# hazard_ctrl

--- src/rtl/cpu_types_pkg.sv ---
// Shared pipeline types: hazard controller states and opcode classification helpers.
package cpu_types_pkg;

    typedef enum logic [1:0] {
        RUN      = 2'd0,
        MEM_WAIT = 2'd1,
        HALT     = 2'd2
    } hazard_state_t;

    localparam logic [5:0] OP_RTYPE = 6'h00;
    localparam logic [5:0] OP_BEQ   = 6'h04;
    localparam logic [5:0] OP_BNE   = 6'h05;
    localparam logic [5:0] OP_SW    = 6'h2B;

    // True when the instruction reads its rt field as a source operand.
    function automatic logic usesRt(input logic [5:0] opcode);
        return (opcode == OP_RTYPE) || (opcode == OP_BEQ) ||
               (opcode == OP_BNE)   || (opcode == OP_SW);
    endfunction

endpackage

--- src/rtl/load_use_detect.sv ---
// Flags an ID-stage instruction that needs the result of the load currently in EX.
module load_use_detect
    import cpu_types_pkg::*;
(
    input  logic [31:0] instr_out_1,
    input  logic        dREN_out_2,
    input  logic [4:0]  rt_out_2,
    output logic        lu
);

    logic [5:0] w_opcode;
    logic [4:0] w_rs;
    logic [4:0] w_rt;
    logic       w_rsHit;
    logic       w_rtHit;

    assign w_opcode = instr_out_1[31:26];
    assign w_rs     = instr_out_1[25:21];
    assign w_rt     = instr_out_1[20:16];

    assign w_rsHit = (rt_out_2 == w_rs);
    assign w_rtHit = usesRt(w_opcode) && (rt_out_2 == w_rt);

    // A load into $0 never produces a value worth waiting for.
    assign lu = dREN_out_2 && (rt_out_2 != 5'd0) && (w_rsHit || w_rtHit);

endmodule

--- src/rtl/hazard_ctrl.sv ---
// Stall/flush controller for the 5-stage pipeline: bar enables, flushes, PC write,
// halt tracking, stall statistics and a data-memory watchdog.
module hazard_ctrl
    import cpu_types_pkg::*;
#(
    parameter int WAIT_MAX = 64
) (
    input  logic        CLK,
    input  logic        RST,
    input  logic        ihit,
    input  logic        dhit,
    input  logic [31:0] instr_out_1,
    input  logic        dREN_out_2,
    input  logic [4:0]  rt_out_2,
    input  logic        dREN_out_3,
    input  logic        dWEN_out_3,
    input  logic        xfer_3,
    input  logic        halt_or_out_4,
    output logic        pc_en,
    output logic        en_1,
    output logic        en_2,
    output logic        en_3,
    output logic        en_4,
    output logic        flush_1,
    output logic        flush_2,
    output logic        flush_3,
    output logic        flush_4,
    output logic        halted,
    output logic        wd_err,
    output logic [31:0] stall_cnt
);

    hazard_state_t r_state;
    hazard_state_t w_nextState;
    logic          r_halted;
    logic          r_wdErr;
    logic [31:0]   r_stallCnt;
    logic [31:0]   r_waitCnt;
    logic          w_lu;
    logic          w_memWait;
    logic          w_pcEn;
    logic [3:0]    w_en;
    logic [3:0]    w_flush;

    load_use_detect u_loadUse (
        .instr_out_1 (instr_out_1),
        .dREN_out_2  (dREN_out_2),
        .rt_out_2    (rt_out_2),
        .lu          (w_lu)
    );

    // While waiting, the MEM bar is frozen, so only dhit decides whether the wait ends.
    always_comb begin
        w_memWait = 1'b0;
        case (r_state)
            RUN:      w_memWait = (dREN_out_3 || dWEN_out_3) && !dhit;
            MEM_WAIT: w_memWait = !dhit;
            default:  w_memWait = 1'b0;
        endcase
    end

    always_comb begin
        w_pcEn      = 1'b1;
        w_en        = 4'b1111;
        w_flush     = 4'b0000;
        w_nextState = r_state;
        if (RST) begin
            w_pcEn      = 1'b0;
            w_flush     = 4'b1111;
            w_nextState = RUN;
        end else if (r_state == HALT) begin
            w_pcEn      = 1'b0;
            w_en        = 4'b0000;
            w_nextState = HALT;
        end else begin
            w_nextState = RUN;
            if (w_memWait) begin
                w_pcEn      = 1'b0;
                w_en        = 4'b1000;
                w_flush     = 4'b1000;
                w_nextState = MEM_WAIT;
            end else if (xfer_3) begin
                w_flush = 4'b0111;
            end else if (w_lu) begin
                w_pcEn  = 1'b0;
                w_en    = 4'b1110;
                w_flush = 4'b0010;
            end else if (!ihit) begin
                w_pcEn  = 1'b0;
                w_flush = 4'b0001;
            end
            if (halt_or_out_4) begin
                w_nextState = HALT;
            end
        end
    end

    // Statistics and the watchdog are frozen once the pipeline has halted.
    always_ff @(posedge CLK) begin
        if (RST) begin
            r_state    <= RUN;
            r_halted   <= 1'b0;
            r_wdErr    <= 1'b0;
            r_stallCnt <= 32'd0;
            r_waitCnt  <= 32'd0;
        end else begin
            r_state <= w_nextState;
            if (halt_or_out_4) begin
                r_halted <= 1'b1;
            end
            if ((r_state != HALT) && !w_pcEn && (r_stallCnt != 32'hFFFF_FFFF)) begin
                r_stallCnt <= r_stallCnt + 32'd1;
            end
            if (w_memWait) begin
                if (r_waitCnt != 32'hFFFF_FFFF) begin
                    r_waitCnt <= r_waitCnt + 32'd1;
                end
                if ((r_waitCnt + 32'd1) >= 32'(WAIT_MAX)) begin
                    r_wdErr <= 1'b1;
                end
            end else begin
                r_waitCnt <= 32'd0;
            end
        end
    end

    assign pc_en     = w_pcEn;
    assign en_1      = w_en[0];
    assign en_2      = w_en[1];
    assign en_3      = w_en[2];
    assign en_4      = w_en[3];
    assign flush_1   = w_flush[0];
    assign flush_2   = w_flush[1];
    assign flush_3   = w_flush[2];
    assign flush_4   = w_flush[3];
    assign halted    = r_halted;
    assign wd_err    = r_wdErr;
    assign stall_cnt = r_stallCnt;

endmodule

--- config.mk ---
export PLATFORM = sky130hd
export DESIGN_NAME = hazard_ctrl
export DESIGN_NICKNAME = d
export VERILOG_FILES = /design/src/rtl/cpu_types_pkg.sv /design/src/rtl/load_use_detect.sv /design/src/rtl/hazard_ctrl.sv
export SDC_FILE = /design/constraint.sdc
export NUM_CORES = 1
export LEC_CHECK = 0
export CAP_MARGIN = 5
export CORE_MARGIN = 4
export CORE_UTILIZATION = 51
export DETAILED_ROUTE_END_ITERATION = 8
export PLACE_DENSITY_LB_ADDON = 0.05
export SYNTH_ARGS = -nofsm -noshare
export SYNTH_HDL_FRONTEND = slang
export SYNTH_SLANG_ARGS = --single-unit
--- constraint.sdc ---
create_clock -name CLK -period 2.7 [get_ports CLK]
set_input_delay 0.405 -clock CLK [delete_from_list [all_inputs] [get_ports CLK]]
set_output_delay 0.405 -clock CLK [all_outputs]
set_load 0.01 [all_outputs]
### Clock nets, hazard_ctrl

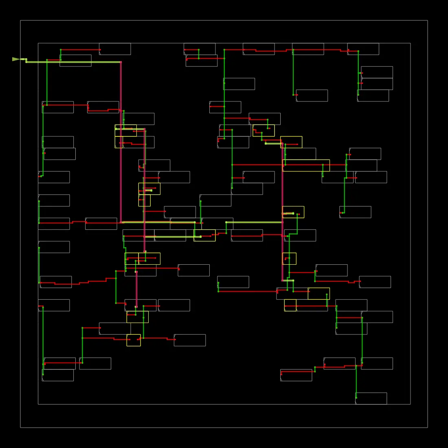
flop count: 68
clock sink count: 68
total CTS buffers: 9
CLK BUF: 9

### Cell classes on the final placement, hazard_ctrl

(4 px per µm) Fill, decap, tap and diode cells in grey.
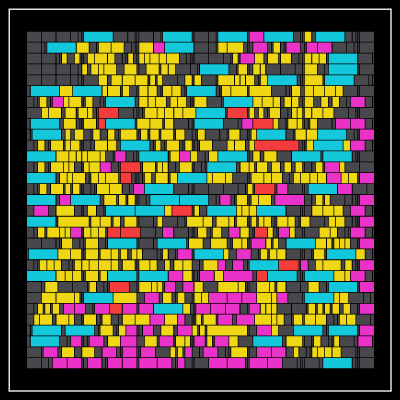
Key: yellow = remaining logic cells [cells 386]; magenta = remaining buffers and delay cells [cells 101]; cyan = sequential cells [cells 68]; red = clock drivers and dummy loads [cells 16]
Site Rows: 31
core area: 0.00733 mm²
fin util: 69.1%

### The metal 2 layer, hazard_ctrl

(4 px per µm) Cells faint in the background.
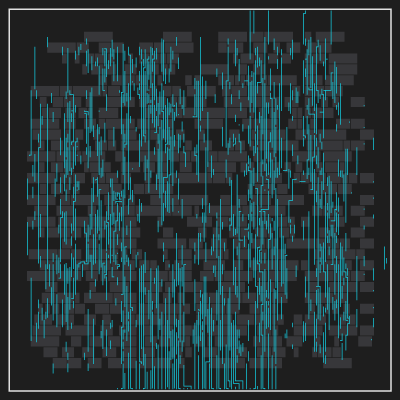
The wires run mostly vertical. The longest straight run is 41.1 µm. 508 nets have wire on it. The layer carries 4760 µm of wire.
routed wire length: 9.47 mm
met2 GRT Util: 38.9%
via count: 3749

==> flow_metrics.env <==
# physical design summary
export IMPL_wl_met2_mm=4.76
export IMPL_p_clk_share_pct=40.7
export IMPL_r2r_cells=8
export IMPL_yosysTopAreaCell="dfxtp_1"
export IMPL_async_flop_share_pct=0
export IMPL_clock_path_buffers=2
export IMPL_crit_path_end_kind="primary output"
export IMPL_cts_setup_buffers=0
export IMPL_power_switching_mw=0.520
export IMPL_ys_types=54
export IMPL_comb_power_mw=0.207
export IMPL_tightest_slew_ns=0.457
export IMPL_edf_count=0
export IMPL_cts_tree="done"
export IMPL_setup_viol=0
export IMPL_top_usage_layer="met2"
export IMPL_start_kind="input pin"
export IMPL_hold_path_end="halted"
export IMPL_placed_cells=654
export IMPL_avgSynthCellArea_um2=8.04
export IMPL_ys_flops=68
export IMPL_dominant_cells="combinational gates"
export IMPL_mux_share_pct=2.56
export IMPL_fin_crit_ns=2.66
export IMPL_path_max_fanout=2
export IMPL_r2r_slack_ns=0.21
export IMPL_power_static_leakage_nw=1.77
export IMPL_worstSetupPathType="in2out"
export IMPL_setup_ws_ns=0.0371
export IMPL_wl_met1_mm=4.28
export IMPL_grt_max_degree=48
export IMPL_syn_area_mm2=0.00387
export IMPL_ff_latch_area_mm2=0.00136
export IMPL_maxUsedRoutingLayer="met4"
export IMPL_dr_pass1_iters=4
export IMPL_cp_startpoint="rt_out_2[1]"
export IMPL_outcome="finished, final reports clean"
export IMPL_gp_congestion=0.904

# riscv_mem_stage

### Cell classes on the final placement, riscv_mem_stage

(3 px per µm) Fill, decap, tap and diode cells in grey.
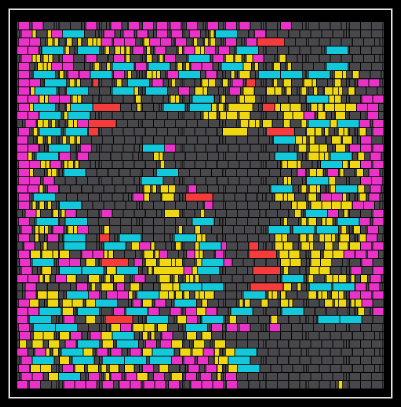
### Clock nets, riscv_mem_stage

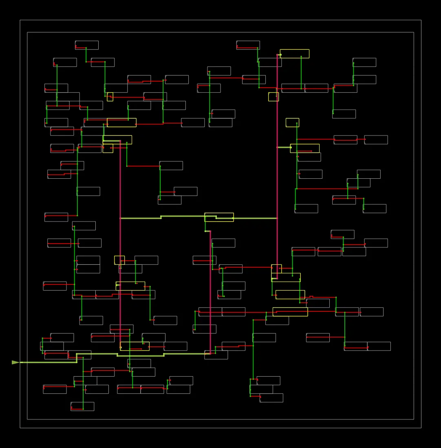
<file path="config.mk">
export PLATFORM = sky130hd
export DESIGN_NAME = riscv_mem_stage
export DESIGN_NICKNAME = d
export VERILOG_FILES = /design/src/rtl/riscv_mem_stage.sv
export SDC_FILE = /design/constraint.sdc
export NUM_CORES = 1
export LEC_CHECK = 0
export CAP_MARGIN = 20
export CORE_AREA = 2 2 125 127
export CTS_CLUSTER_DIAMETER = 60
export CTS_CLUSTER_SIZE = 25
export DETAILED_ROUTE_END_ITERATION = 6
export DIE_AREA = 0 0 127 129
export PLACE_DENSITY = 0.76
export REMOVE_ABC_BUFFERS = 1
export SLEW_MARGIN = 20
export SYNTH_ARGS = -nofsm -noshare
export SYNTH_HDL_FRONTEND = slang
export SYNTH_SLANG_ARGS = --single-unit
</file>
<file path="constraint.sdc">
create_clock -name clk -period 5.1 [get_ports clk]
set_input_delay 0.765 -clock clk [delete_from_list [all_inputs] [get_ports clk]]
set_output_delay 0.765 -clock clk [all_outputs]
set_load 0.01 [all_outputs]
</file>
<file path="src/rtl/riscv_mem_stage.sv">
// MEM stage: issues data-memory loads/stores over a req/ack bus, stalling the pipeline while busy.
// Latency is >=3 cycles per memory op (IDLE, BUSY x (1+waits), DONE). Non-memory instructions pass straight through.
module riscv_mem_stage (
  input  logic        clk,
  input  logic        rst,
  input  logic [31:0] alu_result_in,
  input  logic [31:0] rs2_data_in,
  input  logic [2:0]  funct3_in,
  input  logic        mem_read_in,
  input  logic        mem_write_in,
  input  logic [4:0]  rd_addr_in,
  input  logic [31:0] pc_plus4_in,
  input  logic        reg_write_in,
  input  logic        mem_to_reg_in,
  input  logic        jump_in,
  output logic [31:0] alu_result_out,
  output logic [31:0] mem_data_out,
  output logic [4:0]  rd_addr_out,
  output logic [31:0] pc_plus4_out,
  output logic        reg_write_out,
  output logic        mem_to_reg_out,
  output logic        jump_out,
  output logic        stall,
  output logic        mem_fault,
  output logic        dmem_req,
  output logic        dmem_we,
  output logic [31:0] dmem_addr,
  output logic [31:0] dmem_wdata,
  output logic [3:0]  dmem_wstrb,
  input  logic [31:0] dmem_rdata,
  input  logic        dmem_ack
);

  typedef enum logic [1:0] {S_IDLE, S_BUSY, S_DONE} state_t;

  state_t      r_state;
  logic        r_dmem_req;
  logic        r_dmem_we;
  logic [31:0] r_dmem_addr;
  logic [31:0] r_dmem_wdata;
  logic [3:0]  r_dmem_wstrb;
  logic [31:0] r_load_buf;
  logic [2:0]  r_funct3;
  logic [1:0]  r_addr_lo;

  logic        w_mem_op;
  logic        w_illegal;
  logic        w_misalign;
  logic        w_fault;
  logic        w_accept;
  logic [31:0] w_wdata;
  logic [3:0]  w_wstrb;
  logic [31:0] w_shifted;
  logic [31:0] w_load_ext;

  assign w_mem_op = mem_read_in | mem_write_in;

  // A request with both read and write set is treated as a store.
  always_comb begin
    w_illegal = 1'b0;
    if (mem_write_in)
      w_illegal = !(funct3_in inside {3'b000, 3'b001, 3'b010});
    else
      w_illegal = !(funct3_in inside {3'b000, 3'b001, 3'b010, 3'b100, 3'b101});
    w_misalign = ((funct3_in[1:0] == 2'b01) && alu_result_in[0]) ||
                 ((funct3_in[1:0] == 2'b10) && (alu_result_in[1:0] != 2'b00));
    w_fault = w_illegal | w_misalign;
  end

  assign w_accept = (r_state == S_IDLE) && w_mem_op && !w_fault;

  always_comb begin
    w_wdata = rs2_data_in;
    w_wstrb = 4'b1111;
    case (funct3_in[1:0])
      2'b00: begin
        w_wdata = {4{rs2_data_in[7:0]}};
        w_wstrb = 4'b0001 << alu_result_in[1:0];
      end
      2'b01: begin
        w_wdata = {2{rs2_data_in[15:0]}};
        w_wstrb = alu_result_in[1] ? 4'b1100 : 4'b0011;
      end
      default: begin
        w_wdata = rs2_data_in;
        w_wstrb = 4'b1111;
      end
    endcase
  end

  assign w_shifted = dmem_rdata >> {r_addr_lo, 3'b000};

  always_comb begin
    case (r_funct3)
      3'b000:  w_load_ext = {{24{w_shifted[7]}}, w_shifted[7:0]};
      3'b001:  w_load_ext = {{16{w_shifted[15]}}, w_shifted[15:0]};
      3'b100:  w_load_ext = {24'd0, w_shifted[7:0]};
      3'b101:  w_load_ext = {16'd0, w_shifted[15:0]};
      default: w_load_ext = dmem_rdata;
    endcase
  end

  always_ff @(posedge clk) begin
    if (rst) begin
      r_state      <= S_IDLE;
      r_dmem_req   <= 1'b0;
      r_dmem_we    <= 1'b0;
      r_dmem_addr  <= 32'd0;
      r_dmem_wdata <= 32'd0;
      r_dmem_wstrb <= 4'd0;
      r_load_buf   <= 32'd0;
      r_funct3     <= 3'd0;
      r_addr_lo    <= 2'd0;
    end else begin
      case (r_state)
        S_IDLE: begin
          if (w_accept) begin
            r_dmem_req   <= 1'b1;
            r_dmem_we    <= mem_write_in;
            r_dmem_addr  <= {alu_result_in[31:2], 2'b00};
            r_dmem_wdata <= mem_write_in ? w_wdata : 32'd0;
            r_dmem_wstrb <= mem_write_in ? w_wstrb : 4'd0;
            r_funct3     <= funct3_in;
            r_addr_lo    <= alu_result_in[1:0];
            r_state      <= S_BUSY;
          end
        end
        S_BUSY: begin
          if (dmem_ack) begin
            r_dmem_req <= 1'b0;
            if (!r_dmem_we)
              r_load_buf <= w_load_ext;
            r_state <= S_DONE;
          end
        end
        // Inputs still hold the finished instruction here; never re-examine them.
        S_DONE:  r_state <= S_IDLE;
        default: r_state <= S_IDLE;
      endcase
    end
  end

  assign stall          = w_accept || (r_state == S_BUSY);
  assign mem_fault      = w_mem_op & w_fault;
  assign mem_data_out   = (r_state == S_DONE) ? r_load_buf : 32'd0;
  assign alu_result_out = alu_result_in;
  assign rd_addr_out    = rd_addr_in;
  assign pc_plus4_out   = pc_plus4_in;
  assign reg_write_out  = reg_write_in & ~mem_fault;
  assign mem_to_reg_out = mem_to_reg_in;
  assign jump_out       = jump_in;
  assign dmem_req       = r_dmem_req;
  assign dmem_we        = r_dmem_we;
  assign dmem_addr      = r_dmem_addr;
  assign dmem_wdata     = r_dmem_wdata;
  assign dmem_wstrb     = r_dmem_wstrb;

endmodule

</file>
==> flow_metrics.env <==
# physical design summary
export IMPL_outcome="finished, final reports clean"
export IMPL_first_iter_violations=242
export IMPL_num_vias=4947
export IMPL_reg2reg_from="r_addr_lo[0]"
export IMPL_gr_total_overflow=0
export IMPL_logic_area_mm2=0.00248
export IMPL_slowest_delay_ns=0.61
export IMPL_xor_share_pct=0
export IMPL_ys_types=39
export IMPL_path_cells="clkdlybuf4s50_1 -> or4_4 -> a2111o_1 -> buf_4 -> o21ai_0 -> clkdlybuf4s50_1"
export IMPL_layout_top_cell="clkdlybuf4s50_1"
export IMPL_drive_above_1_share_pct=4.81
export IMPL_top_area_share_pct=39.9
export IMPL_worst_path_stages=6
export IMPL_power_density_mw_per_mm2=266
export IMPL_ys_warn_count=0
export IMPL_hp_start="r_load_buf[6]"
export IMPL_nNetsFinal=909
export IMPL_ant_nets=0
export IMPL_switching_share_pct=27.1
export IMPL_taps=188
export IMPL_ys_flops=107
export IMPL_crit_top_cell="clkdlybuf4s50_1"
export IMPL_wl_met2_mm=7.42
export IMPL_netlist_instances=625
export IMPL_r2r_cells=5
export IMPL_max_slew_margin_rel_pct=37.1
export IMPL_globalRouteMet3Util_pct=10.7
export IMPL_cts_tree="done"
export IMPL_power_leader="registers"
export IMPL_nonClkBufAreaFrac_pct=32.3
export IMPL_required_ns=4.34
Notes on 'Cell classes on the final placement' of riscv_mem_stage above:
Key: red = clock drivers and dummy loads [cells 16]; cyan = sequential cells [cells 107]; magenta = remaining buffers and delay cells [cells 250]; yellow = remaining logic cells [cells 397]
Seq area share: 28.0%
post-route cell area: 0.00764 mm²
fin util: 51.0%
Site Rows: 45
core area: 0.0150 mm²

Notes on 'Clock nets' of riscv_mem_stage above:
P_clk: 0.720 mW
Worst Skew: 0.00789 ns
flop count: 107
total CTS buffers: 9
worst-skew pair later-pin latency: 0.35 ns


# irig_b_decoder

### Routed clock nets over the placement, irig_b_decoder

(4 px per µm)
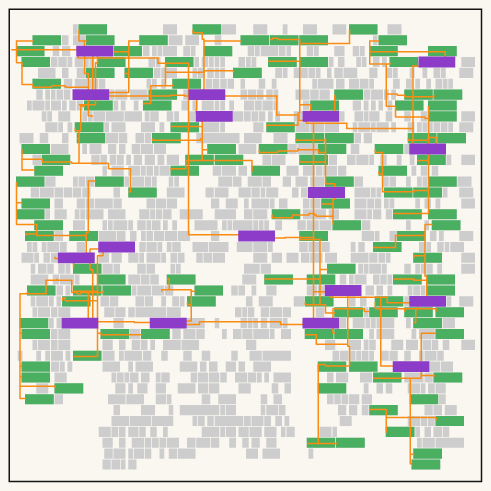
### The metal 2 layer, irig_b_decoder

(4 px per µm) Cells faint in the background.
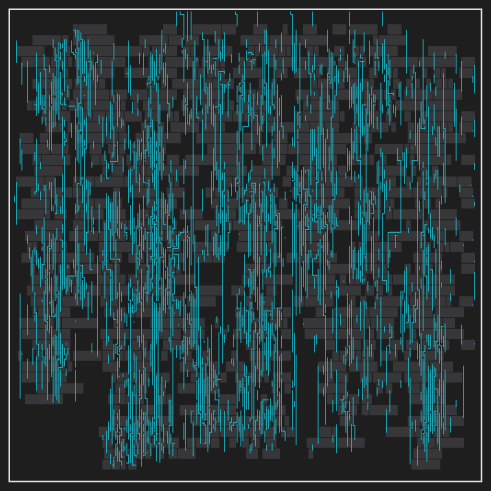
### Cell classes on the final placement, irig_b_decoder

(3 px per µm) Fill, decap, tap and diode cells in grey.
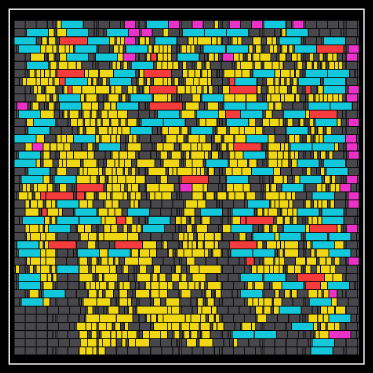
File: src/rtl/irig_b_decoder.sv
// irig_b_decoder
//   Decodes an IRIG-B DC-level (pulse-width) time code into BCD
//   hours/minutes/seconds and regenerates an on-time pps pulse.
//
//   The block hunts for two consecutive P markers; the second one is Pr.
//   It then checks the 100-symbol frame and captures the time bits. At the
//   index-99 marker it precomputes time+1 s. The next rising edge, which is
//   the next frame's Pr, is the on-time instant: the outputs load and pps
//   rises there.
//
// Ports
//   sys_clk  in   system clock, rising edge
//   _rst     in   synchronous active-high reset
//   irig_in  in   IRIG-B DC-level code, asynchronous to sys_clk
//   sec      out  BCD seconds  [7:4] tens, [3:0] units
//   min      out  BCD minutes
//   hour     out  BCD hours
//   flag     out  locked, time outputs valid
//   pps      out  on-time pulse, PPS_CYCLES wide
//
// Parameters
//   TICK_CYCLES  sys_clk cycles per 0.1 ms tick (>= 2). Defaults to CLK_FREQ_MHZ*100.
//   PPS_CYCLES   pps high time in cycles. Defaults to PPS_WIDTH_MS*CLK_FREQ_MHZ*1000.
//
// Configuration macro
//   IRIG_BCD_RANGE_CHECK_EN  reject frames with out-of-range BCD digits
module irig_b_decoder #(
  parameter int CLK_FREQ_MHZ = 50,
  parameter int PPS_WIDTH_MS = 10,
  parameter int TICK_CYCLES  = CLK_FREQ_MHZ * 100,
  parameter int PPS_CYCLES   = PPS_WIDTH_MS * CLK_FREQ_MHZ * 1000
) (
  input  logic       sys_clk,
  input  logic       _rst,
  input  logic       irig_in,
  output logic [7:0] sec,
  output logic [7:0] min,
  output logic [7:0] hour,
  output logic       flag,
  output logic       pps
);

  localparam int PW = $clog2(TICK_CYCLES + 1);
  localparam int CW = $clog2(PPS_CYCLES + 1);
  localparam logic [PW-1:0] PRE_LAST = PW'(TICK_CYCLES - 1);

  typedef enum logic [1:0] {HUNT, SYNC, FRAME, ARMED} state_e;
  typedef enum logic [1:0] {SYM_ZERO, SYM_ONE, SYM_P, SYM_INV} sym_e;

  state_e        r_state;
  logic [2:0]    r_sync;     // [1:0] synchronizer, [2] previous level
  logic [PW-1:0] r_pre;
  logic [7:0]    r_width;
  logic [7:0]    r_period;
  logic [6:0]    r_idx;      // index of the symbol classified at the next fall
  logic [19:0]   r_cap;      // {hr_t[1:0], hr_u, min_t[2:0], min_u, sec_t[2:0], sec_u}
  logic [23:0]   r_pend;
  logic [7:0]    r_sec, r_min, r_hour;
  logic          r_flag, r_pps;
  logic [CW-1:0] r_pps_cnt;

  function automatic sym_e classify(input logic [7:0] w);
    if (w >= 8'd15 && w <= 8'd35) return SYM_ZERO;
    if (w >= 8'd45 && w <= 8'd65) return SYM_ONE;
    if (w >= 8'd75 && w <= 8'd95) return SYM_P;
    return SYM_INV;
  endfunction

  // Maps a frame index to a bit position in r_cap, as {valid, pos}.
  function automatic logic [5:0] cap_slot(input logic [6:0] idx);
    case (idx)
      7'd1, 7'd2, 7'd3, 7'd4:     cap_slot = {1'b1, 5'(idx - 7'd1)};
      7'd6, 7'd7, 7'd8:           cap_slot = {1'b1, 5'(idx - 7'd2)};
      7'd10, 7'd11, 7'd12, 7'd13: cap_slot = {1'b1, 5'(idx - 7'd3)};
      7'd15, 7'd16, 7'd17:        cap_slot = {1'b1, 5'(idx - 7'd4)};
      7'd20, 7'd21, 7'd22, 7'd23: cap_slot = {1'b1, 5'(idx - 7'd6)};
      7'd25, 7'd26:               cap_slot = {1'b1, 5'(idx - 7'd7)};
      default:                    cap_slot = 6'd0;
    endcase
  endfunction

  // Adds one second. Raw digits are not checked. A units digit of 9 carries;
  // otherwise it wraps mod 16. Tens carry at 5. 23 rolls over to 00.
  function automatic logic [23:0] bump(input logic [19:0] c);
    logic [3:0] su, st, mu, mt, hu, ht;
    logic cy;
    su = c[3:0];   st = {1'b0, c[6:4]};
    mu = c[10:7];  mt = {1'b0, c[13:11]};
    hu = c[17:14]; ht = {2'b0, c[19:18]};
    cy = 1'b1;
    if (su == 4'd9) su = 4'd0; else begin su = su + 4'd1; cy = 1'b0; end
    if (cy) begin if (st == 4'd5) st = 4'd0; else begin st = st + 4'd1; cy = 1'b0; end end
    if (cy) begin if (mu == 4'd9) mu = 4'd0; else begin mu = mu + 4'd1; cy = 1'b0; end end
    if (cy) begin if (mt == 4'd5) mt = 4'd0; else begin mt = mt + 4'd1; cy = 1'b0; end end
    if (cy) begin
      if (ht == 4'd2 && hu == 4'd3) begin ht = 4'd0; hu = 4'd0; end
      else if (hu == 4'd9)          begin hu = 4'd0; ht = ht + 4'd1; end
      else                                hu = hu + 4'd1;
    end
    return {ht, hu, mt, mu, st, su};
  endfunction

  logic       w_rise, w_fall, w_tick, w_tmo, w_need_p;
  logic [5:0] w_slot;
  sym_e       w_sym;

  assign w_rise   = r_sync[1] & ~r_sync[2];
  assign w_fall   = ~r_sync[1] & r_sync[2];
  assign w_tick   = (r_pre == PRE_LAST);
  assign w_tmo    = (r_period > 8'd120) && !w_rise;  // an edge beats a timeout
  assign w_sym    = classify(r_width);
  assign w_slot   = cap_slot(r_idx);
  assign w_need_p = (r_idx == 7'd0) || (r_idx % 7'd10 == 7'd9);

`ifdef IRIG_BCD_RANGE_CHECK_EN
  logic w_bad;
  assign w_bad = (r_cap[3:0] > 4'd9)   || (r_cap[6:4] > 3'd5)   ||
                 (r_cap[10:7] > 4'd9)  || (r_cap[13:11] > 3'd5) ||
                 (r_cap[17:14] > 4'd9) || (r_cap[19:18] > 2'd2) ||
                 (r_cap[19:18] == 2'd2 && r_cap[17:14] > 4'd3);
`endif

  always_ff @(posedge sys_clk) begin
    if (_rst) begin
      r_state   <= HUNT;
      r_sync    <= '0;
      r_pre     <= '0;
      r_width   <= '0;
      r_period  <= '0;
      r_idx     <= '0;
      r_cap     <= '0;
      r_pend    <= '0;
      r_sec     <= '0;
      r_min     <= '0;
      r_hour    <= '0;
      r_flag    <= 1'b0;
      r_pps     <= 1'b0;
      r_pps_cnt <= '0;
    end else begin
      r_sync <= {r_sync[1:0], irig_in};

      // The rise cycle counts as the first prescaler cycle. This makes a
      // high time of N*TICK_CYCLES cycles measure exactly N ticks.
      if (w_rise)      r_pre <= PW'(1);
      else if (w_tick) r_pre <= '0;
      else             r_pre <= r_pre + PW'(1);

      if (w_rise) r_width <= '0;
      else if (w_tick && r_sync[1] && r_width != 8'hff) r_width <= r_width + 8'd1;

      if (w_rise) r_period <= '0;
      else if (w_tick && r_period != 8'hff) r_period <= r_period + 8'd1;

      // A pulse already started always runs to completion.
      if (r_pps) begin
        if (r_pps_cnt == '0) r_pps <= 1'b0;
        else                 r_pps_cnt <= r_pps_cnt - CW'(1);
      end

      if (w_rise && r_state == ARMED) begin
        {r_hour, r_min, r_sec} <= r_pend;
        r_flag    <= 1'b1;
        r_pps     <= 1'b1;
        r_pps_cnt <= CW'(PPS_CYCLES - 1);
        r_idx     <= '0;
        r_state   <= FRAME;
      end else if (w_tmo) begin
        r_state <= HUNT;
        r_flag  <= 1'b0;
      end else if (w_fall) begin
        if (w_sym == SYM_INV) begin
          r_state <= HUNT;
          r_flag  <= 1'b0;
        end else begin
          case (r_state)
            HUNT: if (w_sym == SYM_P) r_state <= SYNC;
            SYNC: begin
              if (w_sym == SYM_P) begin
                r_idx   <= 7'd1;  // this P was Pr (index 0)
                r_state <= FRAME;
              end else begin
                r_state <= HUNT;
              end
            end
            FRAME: begin
              if (w_need_p != (w_sym == SYM_P)) begin
                r_state <= HUNT;
                r_flag  <= 1'b0;
              end else if (r_idx == 7'd99) begin
`ifdef IRIG_BCD_RANGE_CHECK_EN
                if (w_bad) begin
                  r_state <= HUNT;
                  r_flag  <= 1'b0;
                end else begin
                  r_pend  <= bump(r_cap);
                  r_state <= ARMED;
                end
`else
                r_pend  <= bump(r_cap);
                r_state <= ARMED;
`endif
              end else begin
                if (w_slot[5]) r_cap[w_slot[4:0]] <= (w_sym == SYM_ONE);
                r_idx <= r_idx + 7'd1;
              end
            end
            default: ;  // ARMED waits for the Pr rising edge
          endcase
        end
      end
    end
  end

  assign sec  = r_sec;
  assign min  = r_min;
  assign hour = r_hour;
  assign flag = r_flag;
  assign pps  = r_pps;

endmodule

File: config.mk
export PLATFORM = sky130hd
export DESIGN_NAME = irig_b_decoder
export DESIGN_NICKNAME = d
export VERILOG_FILES = /design/src/rtl/irig_b_decoder.sv
export SDC_FILE = /design/constraint.sdc
export NUM_CORES = 1
export LEC_CHECK = 0
export CAP_MARGIN = 10
export CORE_UTILIZATION = 55
export DETAILED_ROUTE_END_ITERATION = 6
export GPL_TIMING_DRIVEN = 0
export PLACE_DENSITY = 0.73
export REMOVE_ABC_BUFFERS = 1
export SLEW_MARGIN = 15
export SYNTH_ARGS = -nofsm -noshare
export SYNTH_HDL_FRONTEND = slang
export SYNTH_SLANG_ARGS = --single-unit
File: constraint.sdc
create_clock -name sys_clk -period 6.3 [get_ports sys_clk]
set_input_delay 1.26 -clock sys_clk [delete_from_list [all_inputs] [get_ports sys_clk]]
set_output_delay 1.26 -clock sys_clk [all_outputs]
set_load 0.02 [all_outputs]
==> flow_metrics.env <==
# physical design summary
export IMPL_syn_area_mm2=0.00736
export IMPL_maxUsedRoutingLayer="met4"
export IMPL_most_common_layout_cells="128 x dfxtp_1, 122 x nand2_1, 80 x a21oi_1, 76 x nor2_1"
export IMPL_xor_share_pct=5.81
export IMPL_hold_ws_ns=0.441
export IMPL_fp_dieH_um=118
export IMPL_avgRoutedWirePerCell_um=14.6
export IMPL_ys_types=82
export IMPL_wl_met1_mm=7.24
export IMPL_edf_count=0
export IMPL_outcome="finished, final reports clean"
export IMPL_gp_congestion=0.879
export IMPL_yosysChipArea_mm2=0.00736
export IMPL_hp_class="reg2reg"
export IMPL_top_area_share_pct=34.8
export IMPL_layout_area_overhead_vs_synth_pct=11.8
export IMPL_dpl_cell_area_mm2=0.00769
export IMPL_cp_startpoint="r_idx[4]"
export IMPL_topCombFamilyByArea="simple AND/OR/NAND/NOR gates"
export IMPL_fp_utilization_pct=57.4
export IMPL_intPower_mw=1.38
export IMPL_grt_max_degree=65
## Picture notes: 'Routed clock nets over the placement' of irig_b_decoder
Key: green = flip-flops [count 128]; purple = clock-net drivers [count 17]; orange = clock wires [length 1580 µm]
There are 18 routed clock nets.

## Picture notes: 'The metal 2 layer' of irig_b_decoder
781 nets have wire on it. The wires run mostly vertical.
via count: 6381
met2 GRT Util: 42.5%
routed wire length: 16.1 mm

## Picture notes: 'Cell classes on the final placement' of irig_b_decoder
Key: cyan = sequential cells [cells 128]; red = clock drivers and dummy loads [cells 31]; magenta = remaining buffers and delay cells [cells 30]; yellow = remaining logic cells [cells 739]



## Gallery

Port wiring.
Plate I
(3 px per µm)
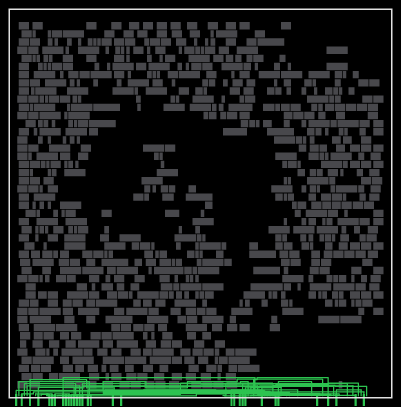
Plate II
(4 px per µm)
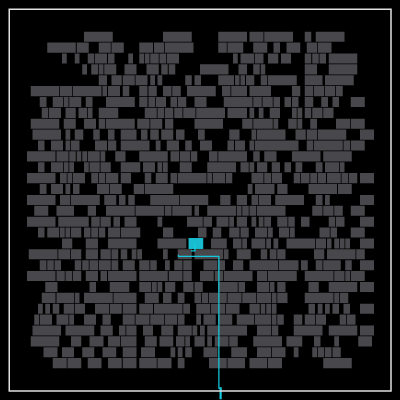
Plate III
(3 px per µm)
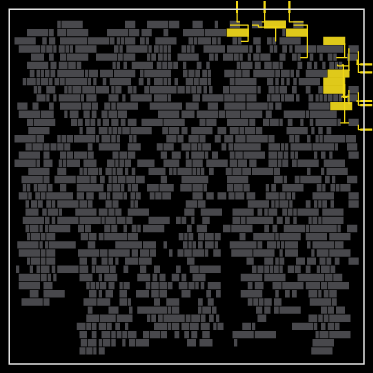
The one with the fewest cells is Plate II.
hazard_ctrl -> Plate II
irig_b_decoder -> Plate III
riscv_mem_stage -> Plate I

Power is estimated from default activity; no workload was simulated.
